==================== design 1
**src/rtl/block_output_pkg.sv**
```systemverilog
// Shared router definitions: port indices, default widths and the round-robin
// successor helper used by the output-port arbiter.
package block_output_pkg;

    localparam int LOCAL = 0;
    localparam int NORTH = 1;
    localparam int EAST  = 2;
    localparam int SOUTH = 3;
    localparam int WEST  = 4;

    localparam int DEFAULT_DATA_WIDTH = 8;
    localparam int DEFAULT_N_PORT     = 5;

    // Port that gets top priority after port idx has been served.
    function automatic int rr_next(input int idx, input int n);
        return (idx == n - 1) ? 0 : idx + 1;
    endfunction

endpackage

```
**src/rtl/block_output_rr_arbiter.sv**
```systemverilog
// Round-robin arbiter: one-hot grant to the first requester at or after rr_ptr.
// The pointer moves past the winner only when a grant is actually issued.
module rr_arbiter
    import block_output_pkg::*;
#(
    parameter int N_PORT = DEFAULT_N_PORT
) (
    input  logic              clk,
    input  logic              rst,
    input  logic [N_PORT-1:0] req,
    input  logic              enable,
    output logic [N_PORT-1:0] grant
);

    localparam int PW = (N_PORT > 1) ? $clog2(N_PORT) : 1;

    logic [PW-1:0] rr_ptr;
    logic [PW-1:0] win;
    logic          found;

    // NOTE: every variable gets a default at the top of always_comb so no path leaves it unassigned (no latch).
    always_comb begin
        int idx;
        grant = '0;
        win   = '0;
        found = 1'b0;
        idx   = 0;
        // Grant is held off during reset as well as when the FIFO is full.
        if (enable && rst) begin
            for (int k = 0; k < N_PORT; k++) begin
                idx = (int'(rr_ptr) + k) % N_PORT;
                if (!found && req[idx]) begin
                    found      = 1'b1;
                    grant[idx] = 1'b1;
                    win        = PW'(idx);
                end
            end
        end
    end

    // NOTE: sequential state uses non-blocking assignments so all registers update together on the edge.
    always_ff @(posedge clk or negedge rst) begin
        if (!rst) begin
            rr_ptr <= '0;
        end else if (found) begin
            rr_ptr <= PW'(rr_next(int'(win), N_PORT));
        end
    end

endmodule

```
**src/rtl/block_output.sv**
```systemverilog
// Output-port block: round-robin arbitration into a small FIFO, drained to the
// neighbour router with a val/ret handshake.
module block_output
    import block_output_pkg::*;
#(
    parameter int DATA_WIDTH = DEFAULT_DATA_WIDTH,
    parameter int N_PORT     = DEFAULT_N_PORT,
    parameter int FIFO_DEPTH = 4,
    parameter int PTR_W      = 2
) (
    input  logic                         clk,
    input  logic                         rst,
    input  logic [N_PORT-1:0]            req,
    input  logic [N_PORT*DATA_WIDTH-1:0] Data_in,
    output logic [N_PORT-1:0]            grant,
    output logic                         val,
    input  logic                         ret,
    output logic [DATA_WIDTH-1:0]        Data_out,
    output logic                         full,
    output logic                         empty
);

    logic [DATA_WIDTH-1:0] mem [FIFO_DEPTH];
    logic [PTR_W-1:0]      wr_ptr;
    logic [PTR_W-1:0]      rd_ptr;
    logic [PTR_W:0]        count;
    logic [DATA_WIDTH-1:0] push_data;
    logic                  push;
    logic                  pop;

    rr_arbiter #(.N_PORT(N_PORT)) u_arb (
        .clk    (clk),
        .rst    (rst),
        .req    (req),
        .enable (~full),
        .grant  (grant)
    );

    // The grant is one-hot or zero, so OR-ing the gated slices selects the winner.
    always_comb begin
        push_data = '0;
        for (int i = 0; i < N_PORT; i++) begin
            if (grant[i]) push_data = push_data | Data_in[i*DATA_WIDTH +: DATA_WIDTH];
        end
    end

    assign push     = |grant;
    assign pop      = val & ret;
    assign full     = (count == (PTR_W+1)'(FIFO_DEPTH));
    assign empty    = (count == '0);
    assign val      = ~empty;
    assign Data_out = mem[rd_ptr];

    always_ff @(posedge clk or negedge rst) begin
        if (!rst) begin
            wr_ptr <= '0;
            rd_ptr <= '0;
            count  <= '0;
            // NOTE: storage is cleared in reset so Data_out reads zero and no stale flit survives a reset.
            for (int i = 0; i < FIFO_DEPTH; i++) mem[i] <= '0;
        end else begin
            if (push) begin
                mem[wr_ptr] <= push_data;
                wr_ptr      <= wr_ptr + 1'b1;
            end
            if (pop) rd_ptr <= rd_ptr + 1'b1;
            case ({push, pop})
                2'b10:   count <= count + 1'b1;
                2'b01:   count <= count - 1'b1;
                default: count <= count;
            endcase
        end
    end

endmodule

```
**config.mk**
```make
export PLATFORM = sky130hd
export DESIGN_NAME = block_output
export DESIGN_NICKNAME = d
export VERILOG_FILES = /design/src/rtl/block_output_pkg.sv /design/src/rtl/block_output_rr_arbiter.sv /design/src/rtl/block_output.sv
export SDC_FILE = /design/constraint.sdc
export NUM_CORES = 1
export LEC_CHECK = 0
export CAP_MARGIN = 30
export CORE_ASPECT_RATIO = 0.9
export CORE_MARGIN = 2
export CORE_UTILIZATION = 56
export CTS_CLUSTER_DIAMETER = 150
export DETAILED_ROUTE_END_ITERATION = 12
export GPL_TIMING_DRIVEN = 0
export PLACE_DENSITY = 0.82
export SYNTH_ARGS = -nofsm -noshare
export SYNTH_HDL_FRONTEND = slang
export SYNTH_HIERARCHICAL = 1
export SYNTH_SLANG_ARGS = --single-unit
```
**constraint.sdc**
```tcl
create_clock -name clk -period 7.9 [get_ports clk]
set_clock_uncertainty 0.2 [all_clocks]
set_input_delay 0.79 -clock clk [delete_from_list [all_inputs] [get_ports clk]]
set_output_delay 0.79 -clock clk [all_outputs]
set_load 0.05 [all_outputs]
```
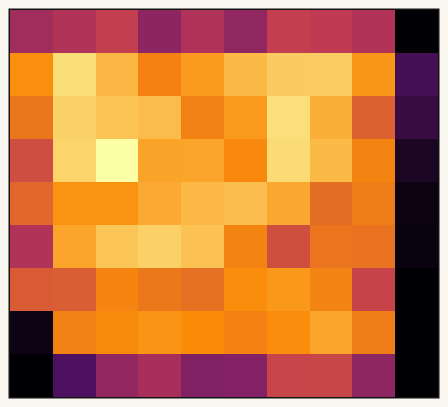
Design 1: placement density heat map
10 x 9 tiles, from black (low) to pale yellow (high), 0 to 100% covered.
tiles over 75% full: 39%
nearly empty tiles: 5.6%
fullest tile: 100%
FP Util: 58.5%
Final Util: 71.7%
Core Region: 7620 sq um

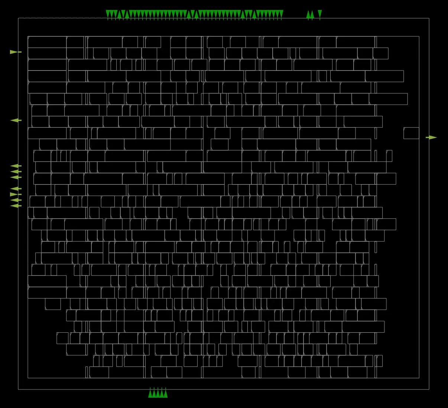
Design 1: cell placement
sequential share of cell area: 19.3%
FP Rows: 30
Layout fillers: 561
Seq cells: 42
fin cells: 652

==> flow_summary_export.csv <==
group,metric,value,unit
final_layout,largest_reg_flops,32,
outcome,status,"finished, final reports clean",
synth,ys_sh_mux,15.6,%
grt,overflow,0,
final_layout,synthToLayoutAreaGrowth,22.4,%
final_layout,reg_top3,"mem (32), count (3), u_arb/rr_ptr (3)",
grt,grt_pass1_vias,3947,
worst_setup_path,worst_r2r_path_depth,29,
final_layout,combGateArea,3240,sq um
route,met1_length,5460,um
grt,antenna_found_initial,0,
run,drv_cap,0,
final_layout,stdcell_area,5460,sq um
route,highest_layer,"met4",
timing,relSlewSlack,54.3,%
cts,cts_setup_buffers,3,
cts,htreeDepth,2,
final_layout,top_register,"mem",
grt,grt_pass1_wl,19900,um
timing,finalSetupViolCount,0,
final_layout,num_antenna_cells,0,
synth,syn_nets,566,
route,vias_per_cell,6.62,
worst_setup_path,setup.worst_path.end_class,"register",
route,met2_length,5990,um
synth,logic_family,"AND-OR/OR-AND gates",
timing,worst_slew_pin_slew,0.685,ns
synth,ys_seq_share,23.6,%
placed_design,dpl_cell_area,5200,sq um
worst_setup_path,crit_top_cell,"ha_1",
final_layout,drive_gt1_share,19.8,%
route,dr.pass1.iters,5,
worst_setup_path,worstSetupStartpointType,"register",
cts,cts_root_buffer,"clkbuf_8",
worst_setup_path,reg2reg_to,"count[2]$_DFFE_PN0P_",
final_layout,top_area_cell_class,"multi-input combinational cells",
synth,top_area_cell,"dfrtp_1",
synth,yosys.area_share.adder,11.3,%

==================== design 2
Design 2, M3 wires:
Bar = 20 um.
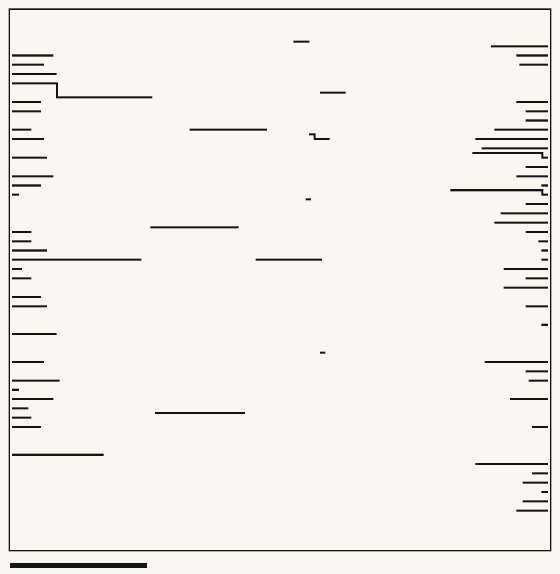
## config.mk

```make
export PLATFORM = sky130hd
export DESIGN_NAME = exception_sequencer_flat
export DESIGN_NICKNAME = d
export VERILOG_FILES = /design/src/rtl/exception_sequencer_if.sv /design/src/rtl/exception_sequencer.sv /design/src/flat_wrapper.sv
export SDC_FILE = /design/constraint.sdc
export NUM_CORES = 1
export LEC_CHECK = 0
export CAP_MARGIN = 20
export CORE_UTILIZATION = 45
export CTS_CLUSTER_DIAMETER = 50
export DETAILED_ROUTE_END_ITERATION = 16
export GPL_TIMING_DRIVEN = 0
export PLACE_DENSITY_LB_ADDON = 0.05
export SLEW_MARGIN = 5
export SYNTH_ARGS = -nofsm -noshare
export SYNTH_HDL_FRONTEND = slang
export SYNTH_SLANG_ARGS = --single-unit
```

## constraint.sdc

```tcl
create_clock -name clk -period 3.3 [get_ports clk]
set_input_delay 0.825 -clock clk [delete_from_list [all_inputs] [get_ports clk]]
set_output_delay 0.825 -clock clk [all_outputs]
set_load 0.005 [all_outputs]
```

## src/rtl/exception_sequencer_if.sv

```systemverilog
`default_nettype none
// ============================================================================
// Module  : exception_sequencer_if
// Brief   : Request/response bundle between the CPU datapath and the
//           exception sequencer.
// Rev     : 1.0
// ============================================================================
interface exception_sequencer_if;
  logic        exc_opcode;
  logic        exc_overflow;
  logic        exc_div0;
  logic [31:0] pc_in;
  logic [7:0]  mem_data_in;
  logic        busy;
  logic        iord_override;
  logic [2:0]  iord_sel;
  logic [31:0] epc_out;
  logic        epc_wr;
  logic [31:0] pc_out;
  logic        pc_wr;
  logic [1:0]  exc_cause;
  logic        done;
  logic        overrun;

  // Datapath side: raises requests, supplies PC and memory read data
  modport master (
    output exc_opcode, exc_overflow, exc_div0, pc_in, mem_data_in,
    input  busy, iord_override, iord_sel, epc_out, epc_wr,
           pc_out, pc_wr, exc_cause, done, overrun
  );

  modport slave (
    input  exc_opcode, exc_overflow, exc_div0, pc_in, mem_data_in,
    output busy, iord_override, iord_sel, epc_out, epc_wr,
           pc_out, pc_wr, exc_cause, done, overrun
  );
endinterface
`default_nettype wire

```

## src/rtl/exception_sequencer.sv

```systemverilog
`default_nettype none
// ============================================================================
// Module  : exception_sequencer
// Brief   : Multicycle entry sequencer for opcode/overflow/div0 exceptions:
//           saves EPC, steers the address mux to the vector, loads PC.
// Rev     : 1.0
// ============================================================================
module exception_sequencer #(
  parameter int MEM_LATENCY = 2,
  parameter int EPC_OFFSET  = 4
) (
  input  wire                  clk,
  input  wire                  reset,
  exception_sequencer_if.slave bus
);

  localparam int c_lat   = (MEM_LATENCY < 1) ? 1 : MEM_LATENCY;
  localparam int c_cnt_w = $clog2(c_lat + 1);

  localparam logic [2:0] c_idle = 3'd0;
  localparam logic [2:0] c_save = 3'd1;
  localparam logic [2:0] c_addr = 3'd2;
  localparam logic [2:0] c_load = 3'd3;
  localparam logic [2:0] c_done = 3'd4;

  logic [2:0]         r_state;
  logic [2:0]         w_next;
  logic [1:0]         r_cause;
  logic [31:0]        r_epc;
  logic [7:0]         r_byte;
  logic [c_cnt_w-1:0] r_cnt;
  logic               r_overrun;
  logic               w_req;
  logic [1:0]         w_cause_new;
  logic [2:0]         w_sel;
  logic               w_cnt_last;

  assign w_req      = bus.exc_opcode | bus.exc_overflow | bus.exc_div0;
  assign w_cnt_last = (r_cnt == c_cnt_w'(1));

  // Fixed priority: opcode > overflow > div0
  always_comb begin
    w_cause_new = 2'b00;
    if (bus.exc_opcode)        w_cause_new = 2'b01;
    else if (bus.exc_overflow) w_cause_new = 2'b10;
    else if (bus.exc_div0)     w_cause_new = 2'b11;
  end

  always_ff @(posedge clk or negedge reset) begin
    if (!reset) r_state <= c_idle;
    else        r_state <= w_next;
  end

  always_comb begin
    w_next = r_state;
    case (r_state)
      c_idle:  if (w_req) w_next = c_save;
      c_save:  w_next = c_addr;
      c_addr:  if (w_cnt_last) w_next = c_load;
      c_load:  w_next = c_done;
      c_done:  w_next = c_idle;
      default: w_next = c_idle;
    endcase
  end

  always_ff @(posedge clk or negedge reset) begin
    if (!reset) begin
      r_cause   <= 2'b00;
      r_epc     <= 32'd0;
      r_byte    <= 8'd0;
      r_cnt     <= '0;
      r_overrun <= 1'b0;
    end else begin
      r_overrun <= (r_state != c_idle) && w_req;
      case (r_state)
        c_idle: if (w_req) begin
          r_cause <= w_cause_new;
          r_epc   <= bus.pc_in - 32'(EPC_OFFSET);
        end
        c_save: r_cnt <= c_cnt_w'(c_lat);
        c_addr: begin
          r_cnt <= r_cnt - c_cnt_w'(1);
          if (w_cnt_last) r_byte <= bus.mem_data_in;
        end
        default: ;
      endcase
    end
  end

  always_comb begin
    w_sel = 3'b000;
    case (r_cause)
      2'b01:   w_sel = 3'b011;
      2'b10:   w_sel = 3'b100;
      2'b11:   w_sel = 3'b101;
      default: w_sel = 3'b000;
    endcase
  end

  // Moore outputs; the mux is owned only from SAVE through LOAD
  always_comb begin
    bus.busy          = (r_state != c_idle);
    bus.epc_wr        = (r_state == c_save);
    bus.pc_wr         = (r_state == c_load);
    bus.done          = (r_state == c_done);
    bus.iord_override = (r_state == c_save) || (r_state == c_addr) || (r_state == c_load);
    bus.iord_sel      = bus.iord_override ? w_sel : 3'b000;
    bus.epc_out       = r_epc;
    bus.pc_out        = {24'd0, r_byte};
    bus.exc_cause     = r_cause;
    bus.overrun       = r_overrun;
  end

endmodule
`default_nettype wire

```

## src/flat_wrapper.sv

```systemverilog
// flat-port wrapper written by rule: the top's interface ports become plain ports
module exception_sequencer_flat 
#(
  parameter int MEM_LATENCY = 2,
  parameter int EPC_OFFSET  = 4
)
  (clk, reset, bus_exc_opcode, bus_exc_overflow, bus_exc_div0, bus_pc_in, bus_mem_data_in, bus_busy, bus_iord_override, bus_iord_sel, bus_epc_out, bus_epc_wr, bus_pc_out, bus_pc_wr, bus_exc_cause, bus_done, bus_overrun);
  exception_sequencer_if bus_i ();
  input  wire clk;
  input  wire reset;
  input wire logic [$bits(bus_i.exc_opcode)-1:0] bus_exc_opcode;
  input wire logic [$bits(bus_i.exc_overflow)-1:0] bus_exc_overflow;
  input wire logic [$bits(bus_i.exc_div0)-1:0] bus_exc_div0;
  input wire logic [$bits(bus_i.pc_in)-1:0] bus_pc_in;
  input wire logic [$bits(bus_i.mem_data_in)-1:0] bus_mem_data_in;
  output wire logic [$bits(bus_i.busy)-1:0] bus_busy;
  output wire logic [$bits(bus_i.iord_override)-1:0] bus_iord_override;
  output wire logic [$bits(bus_i.iord_sel)-1:0] bus_iord_sel;
  output wire logic [$bits(bus_i.epc_out)-1:0] bus_epc_out;
  output wire logic [$bits(bus_i.epc_wr)-1:0] bus_epc_wr;
  output wire logic [$bits(bus_i.pc_out)-1:0] bus_pc_out;
  output wire logic [$bits(bus_i.pc_wr)-1:0] bus_pc_wr;
  output wire logic [$bits(bus_i.exc_cause)-1:0] bus_exc_cause;
  output wire logic [$bits(bus_i.done)-1:0] bus_done;
  output wire logic [$bits(bus_i.overrun)-1:0] bus_overrun;
  assign bus_i.exc_opcode = bus_exc_opcode;
  assign bus_i.exc_overflow = bus_exc_overflow;
  assign bus_i.exc_div0 = bus_exc_div0;
  assign bus_i.pc_in = bus_pc_in;
  assign bus_i.mem_data_in = bus_mem_data_in;
  assign bus_busy = bus_i.busy;
  assign bus_iord_override = bus_i.iord_override;
  assign bus_iord_sel = bus_i.iord_sel;
  assign bus_epc_out = bus_i.epc_out;
  assign bus_epc_wr = bus_i.epc_wr;
  assign bus_pc_out = bus_i.pc_out;
  assign bus_pc_wr = bus_i.pc_wr;
  assign bus_exc_cause = bus_i.exc_cause;
  assign bus_done = bus_i.done;
  assign bus_overrun = bus_i.overrun;
  exception_sequencer #(.MEM_LATENCY(MEM_LATENCY), .EPC_OFFSET(EPC_OFFSET)) u_core (.clk(clk), .reset(reset), .bus(bus_i));
endmodule
```

==> flow_summary_export.csv <==
group,metric,value,unit
floorplanning,coreArea,5610,sq um
outcome,status,"finished, final reports clean",
timing,relSlewSlack,48.0,%
timing,rsz0062_at_grt,"no",
final_layout,comb_share,32.7,%
timing,worst_slack,0.224,ns
grt,grt_max_degree,33,
cts,cts_buffers,5,
route,drc,0,
timing,fin_crit_sh,93.2,%
worst_setup_path,r2r_slack,0.74,ns
cts,hold_buffers,0,
pwr,leakagePower,1.62,nW
synth,synth_flop_count,48,
final_layout,fillers,480,
synth,async_flop_share,100,%
grt,gr-usage-all-layers,21.2,%
worst_setup_path,worst_r2r_path_depth,7,
run,warnings,26,
route,dr.pass1.iters,4,
grt,antenna_found_initial,0,
pwr,pwr-share-clk,14.2,%
cts,cts_setup_buffers,0,
## Picture notes: 'M3 wires' of design 2
share of all routed wire: 6.1%
wire length on this layer: 387 um
M3 GR Usage: 4.71%
Via Count: 2,437
final wirelength: 6350 um


==================== design 3
## config.mk

```make
export PLATFORM = sky130hd
export DESIGN_NAME = somador_bcd_seq
export DESIGN_NICKNAME = d
export VERILOG_FILES = /design/src/rtl/somador_pkg.sv /design/src/rtl/seg7_decod.sv /design/src/rtl/somador_bcd_seq.sv
export SDC_FILE = /design/constraint.sdc
export NUM_CORES = 1
export LEC_CHECK = 0
export CAP_MARGIN = 20
export CORE_MARGIN = 3
export CORE_UTILIZATION = 55
export DETAILED_ROUTE_END_ITERATION = 10
export PLACE_DENSITY = 0.88
export SLEW_MARGIN = 40
export SYNTH_ARGS = -nofsm -noshare
export SYNTH_HDL_FRONTEND = slang
export SYNTH_HIERARCHICAL = 1
export SYNTH_SLANG_ARGS = --single-unit
```

## constraint.sdc

```tcl
create_clock -name CLK -period 2.8 [get_ports CLK]
set_clock_uncertainty 0.1 [all_clocks]
set_input_delay 0.84 -clock CLK [delete_from_list [all_inputs] [get_ports CLK]]
set_output_delay 0.84 -clock CLK [all_outputs]
set_load 0.005 [all_outputs]
```

## src/rtl/somador_pkg.sv

```systemverilog
// Shared types and constants for the sequential BCD adder: FSM states,
// active-low seven-segment patterns (literal bit order a..g) and a power-of-ten helper.
package somador_pkg;

    typedef enum logic [1:0] {
        ST_IDLE,
        ST_ADD,
        ST_CONV,
        ST_DONE
    } state_t;

    localparam logic [6:0] SEG_BLANK = 7'b1111111;
    localparam logic [6:0] SEG_MINUS = 7'b1111110;

    function automatic logic [6:0] seg_of(input logic [3:0] d);
        logic [6:0] p;
        case (d)
            4'd0:    p = 7'b0000001;
            4'd1:    p = 7'b1001111;
            4'd2:    p = 7'b0010010;
            4'd3:    p = 7'b0000110;
            4'd4:    p = 7'b1001100;
            4'd5:    p = 7'b0100100;
            4'd6:    p = 7'b0100000;
            4'd7:    p = 7'b0001111;
            4'd8:    p = 7'b0000000;
            4'd9:    p = 7'b0000100;
            default: p = SEG_BLANK;
        endcase
        return p;
    endfunction

    function automatic longint pow10(input int n);
        longint r;
        r = 1;
        for (int i = 0; i < n; i++) begin
            r = r * 10;
        end
        return r;
    endfunction

endpackage

```

## src/rtl/seg7_decod.sv

```systemverilog
// One BCD digit to active-low seven-segment pattern; codes above 9 show blank.
module seg7_decod
    import somador_pkg::*;
(
    input  logic [3:0] bcd,
    output logic [6:0] seg
);

    assign seg = seg_of(bcd);

endmodule

```

## src/rtl/somador_bcd_seq.sv

```systemverilog
// Registered W-bit adder with sequential shift-add-3 binary-to-BCD conversion and
// DIGITS seven-segment outputs. Define SOMADOR_SIGNED_EN for two's-complement operands and HEX_SIGN.
module somador_bcd_seq
    import somador_pkg::*;
#(
    parameter int W      = 8,
    parameter int DIGITS = 3
) (
    input  logic                CLK,
    input  logic                RST_N,
    input  logic                START,
    input  logic [W-1:0]        A,
    input  logic [W-1:0]        B,
    input  logic                TE0,
    output logic [W:0]          S,
    output logic                BUSY,
    output logic                DONE,
    output logic [7*DIGITS-1:0] HEX
`ifdef SOMADOR_SIGNED_EN
    ,
    output logic [6:0]          HEX_SIGN
`endif
);

    localparam int BW = 4 * DIGITS;
    localparam int SW = BW + W + 1;
    localparam int CW = $clog2(W + 2);
    localparam logic [CW-1:0] CNT_LOAD = CW'(W + 1);
    localparam logic [CW-1:0] CNT_ONE  = CW'(1);

    if (pow10(DIGITS) <= (longint'(1) << (W + 1)) - 1) begin : g_bad_digits
        $error("somador_bcd_seq: DIGITS too small to show every W+1 bit sum");
    end

    state_t              state_q, state_d;
    logic [W-1:0]        a_q, a_d, b_q, b_d;
    logic                te0_q, te0_d;
    logic [W:0]          sum_q, sum_d;
    logic [W:0]          s_q, s_d;
    logic [SW-1:0]       sh_q, sh_d;
    logic [CW-1:0]       cnt_q, cnt_d;
    logic                busy_q, busy_d;
    logic                done_q, done_d;
    logic [7*DIGITS-1:0] hex_q, hex_d;
`ifdef SOMADOR_SIGNED_EN
    logic                neg_q, neg_d;
    logic [6:0]          hex_sign_q, hex_sign_d;
`endif

    logic [W:0]          sum_calc;
    logic [W:0]          mag;
    logic [SW-1:0]       sh_adj;
    logic [SW-1:0]       sh_shift;
    logic [BW-1:0]       bcd_final;
    logic [7*DIGITS-1:0] seg_raw;
    logic [7*DIGITS-1:0] hex_blanked;
    logic                higher_nz;

`ifdef SOMADOR_SIGNED_EN
    assign sum_calc = {a_q[W-1], a_q} + {b_q[W-1], b_q} + (W+1)'(te0_q);
    assign mag      = sum_calc[W] ? ((W+1)'(0) - sum_calc) : sum_calc;
`else
    assign sum_calc = {1'b0, a_q} + {1'b0, b_q} + (W+1)'(te0_q);
    assign mag      = sum_calc;
`endif

    // Double-dabble step: correct every BCD nibble >= 5 before the shift.
    assign sh_adj[W:0] = sh_q[W:0];
    for (genvar gi = 0; gi < DIGITS; gi++) begin : g_adj
        logic [3:0] nib;
        assign nib = sh_q[W+1+4*gi +: 4];
        assign sh_adj[W+1+4*gi +: 4] = (nib >= 4'd5) ? nib + 4'd3 : nib;
    end
    assign sh_shift  = {sh_adj[SW-2:0], 1'b0};
    assign bcd_final = sh_shift[SW-1 -: BW];

    for (genvar gi = 0; gi < DIGITS; gi++) begin : g_dec
        seg7_decod u_dec (
            .bcd (bcd_final[4*gi +: 4]),
            .seg (seg_raw[7*gi +: 7])
        );
    end

    always_comb begin
        higher_nz   = 1'b0;
        hex_blanked = '0;
        for (int k = DIGITS - 1; k >= 0; k--) begin
            higher_nz = higher_nz | (bcd_final[4*k +: 4] != 4'd0);
            hex_blanked[7*k +: 7] = (k == 0 || higher_nz) ? seg_raw[7*k +: 7] : SEG_BLANK;
        end
    end

    always_comb begin
        state_d = state_q;
        a_d     = a_q;
        b_d     = b_q;
        te0_d   = te0_q;
        sum_d   = sum_q;
        s_d     = s_q;
        sh_d    = sh_q;
        cnt_d   = cnt_q;
        done_d  = 1'b0;
        hex_d   = hex_q;
`ifdef SOMADOR_SIGNED_EN
        neg_d      = neg_q;
        hex_sign_d = hex_sign_q;
`endif
        unique case (state_q)
            ST_IDLE: begin
                if (START) begin
                    a_d     = A;
                    b_d     = B;
                    te0_d   = TE0;
                    state_d = ST_ADD;
                end
            end
            ST_ADD: begin
                sum_d   = sum_calc;
                sh_d    = {{BW{1'b0}}, mag};
                cnt_d   = CNT_LOAD;
                state_d = ST_CONV;
`ifdef SOMADOR_SIGNED_EN
                neg_d   = sum_calc[W];
`endif
            end
            ST_CONV: begin
                sh_d  = sh_shift;
                cnt_d = cnt_q - CNT_ONE;
                // Final shift: publish sum and display together so both appear with DONE.
                if (cnt_q == CNT_ONE) begin
                    state_d = ST_DONE;
                    done_d  = 1'b1;
                    s_d     = sum_q;
                    hex_d   = hex_blanked;
`ifdef SOMADOR_SIGNED_EN
                    hex_sign_d = neg_q ? SEG_MINUS : SEG_BLANK;
`endif
                end
            end
            ST_DONE: state_d = ST_IDLE;
            default: state_d = ST_IDLE;
        endcase
        busy_d = (state_d != ST_IDLE);
    end

    always_ff @(posedge CLK or negedge RST_N) begin
        if (!RST_N) begin
            state_q <= ST_IDLE;
            a_q     <= '0;
            b_q     <= '0;
            te0_q   <= 1'b0;
            sum_q   <= '0;
            s_q     <= '0;
            sh_q    <= '0;
            cnt_q   <= '0;
            busy_q  <= 1'b0;
            done_q  <= 1'b0;
            hex_q   <= {DIGITS{SEG_BLANK}};
`ifdef SOMADOR_SIGNED_EN
            neg_q      <= 1'b0;
            hex_sign_q <= SEG_BLANK;
`endif
        end else begin
            state_q <= state_d;
            a_q     <= a_d;
            b_q     <= b_d;
            te0_q   <= te0_d;
            sum_q   <= sum_d;
            s_q     <= s_d;
            sh_q    <= sh_d;
            cnt_q   <= cnt_d;
            busy_q  <= busy_d;
            done_q  <= done_d;
            hex_q   <= hex_d;
`ifdef SOMADOR_SIGNED_EN
            neg_q      <= neg_d;
            hex_sign_q <= hex_sign_d;
`endif
        end
    end

    assign S    = s_q;
    assign BUSY = busy_q;
    assign DONE = done_q;
    assign HEX  = hex_q;
`ifdef SOMADOR_SIGNED_EN
    assign HEX_SIGN = hex_sign_q;
`endif

endmodule

```

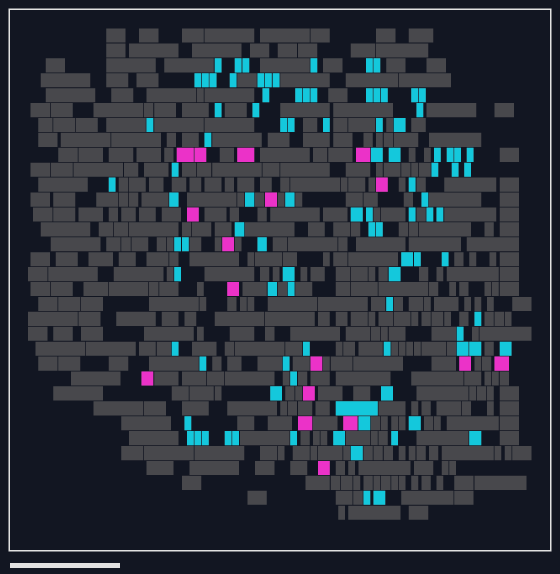
Design 3: gate families picked out
Bar = 20 um.
[nand cells] cyan | cells: 97 | most used: nand2_1
[and/or cells] magenta | cells: 17 | most used: or3_1
combinational fraction of the cell area: 42.0%
fin cells: 659
Commonest Layout Cell: nand2_1

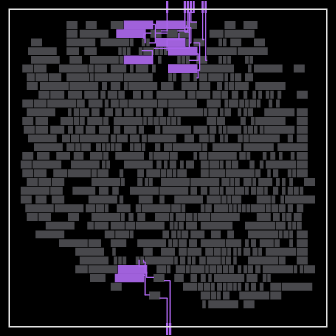
Design 3: port wiring
[S] purple | bits: 9 | direction: output | end cells: 9 | buffers: 9 | wire: 190 um

==> flow_summary_export.csv <==
group,metric,value,unit
grt,use_met1,25.2,%
synth,async_flop_share,100,%
synth,ys_top_cells_by_count,"72 x nand2_1, 64 x dfrtp_1, 54 x nor2_1",
outcome,status,"finished, final reports clean",
worst_setup_path,worstPathCellList,"fa_1, fa_1, a211oi_1, o21bai_1, a21oi_1, buf_4, xnor2_1, mux2_2",
route,drc,0,
synth,ys_cells,493,
placed_design,dpl_cell_area,5360,sq um
worst_setup_path,crit_required,2.95,ns
synth,synth-edff-count,0,
synth,most_common_cell,"nand2_1",
timing,finalSetupViolCount,0,
cts,clock_sinks,85,
min_path,hp-class,"register to register",
grt,grt_use_met3,4.39,%
placed_design,post-place-cells,643,
final_layout,layout.nets,605,
placed_design,dp_hpwl,6800,um
pwr,total_power,6.24,mW
final_layout,clk_share,3.68,%
final_layout,drive_gt1_share,16.1,%
route,vias,3574,
pwr,combPwrFrac,51.3,%

Power and IR drop assume default switching activity.
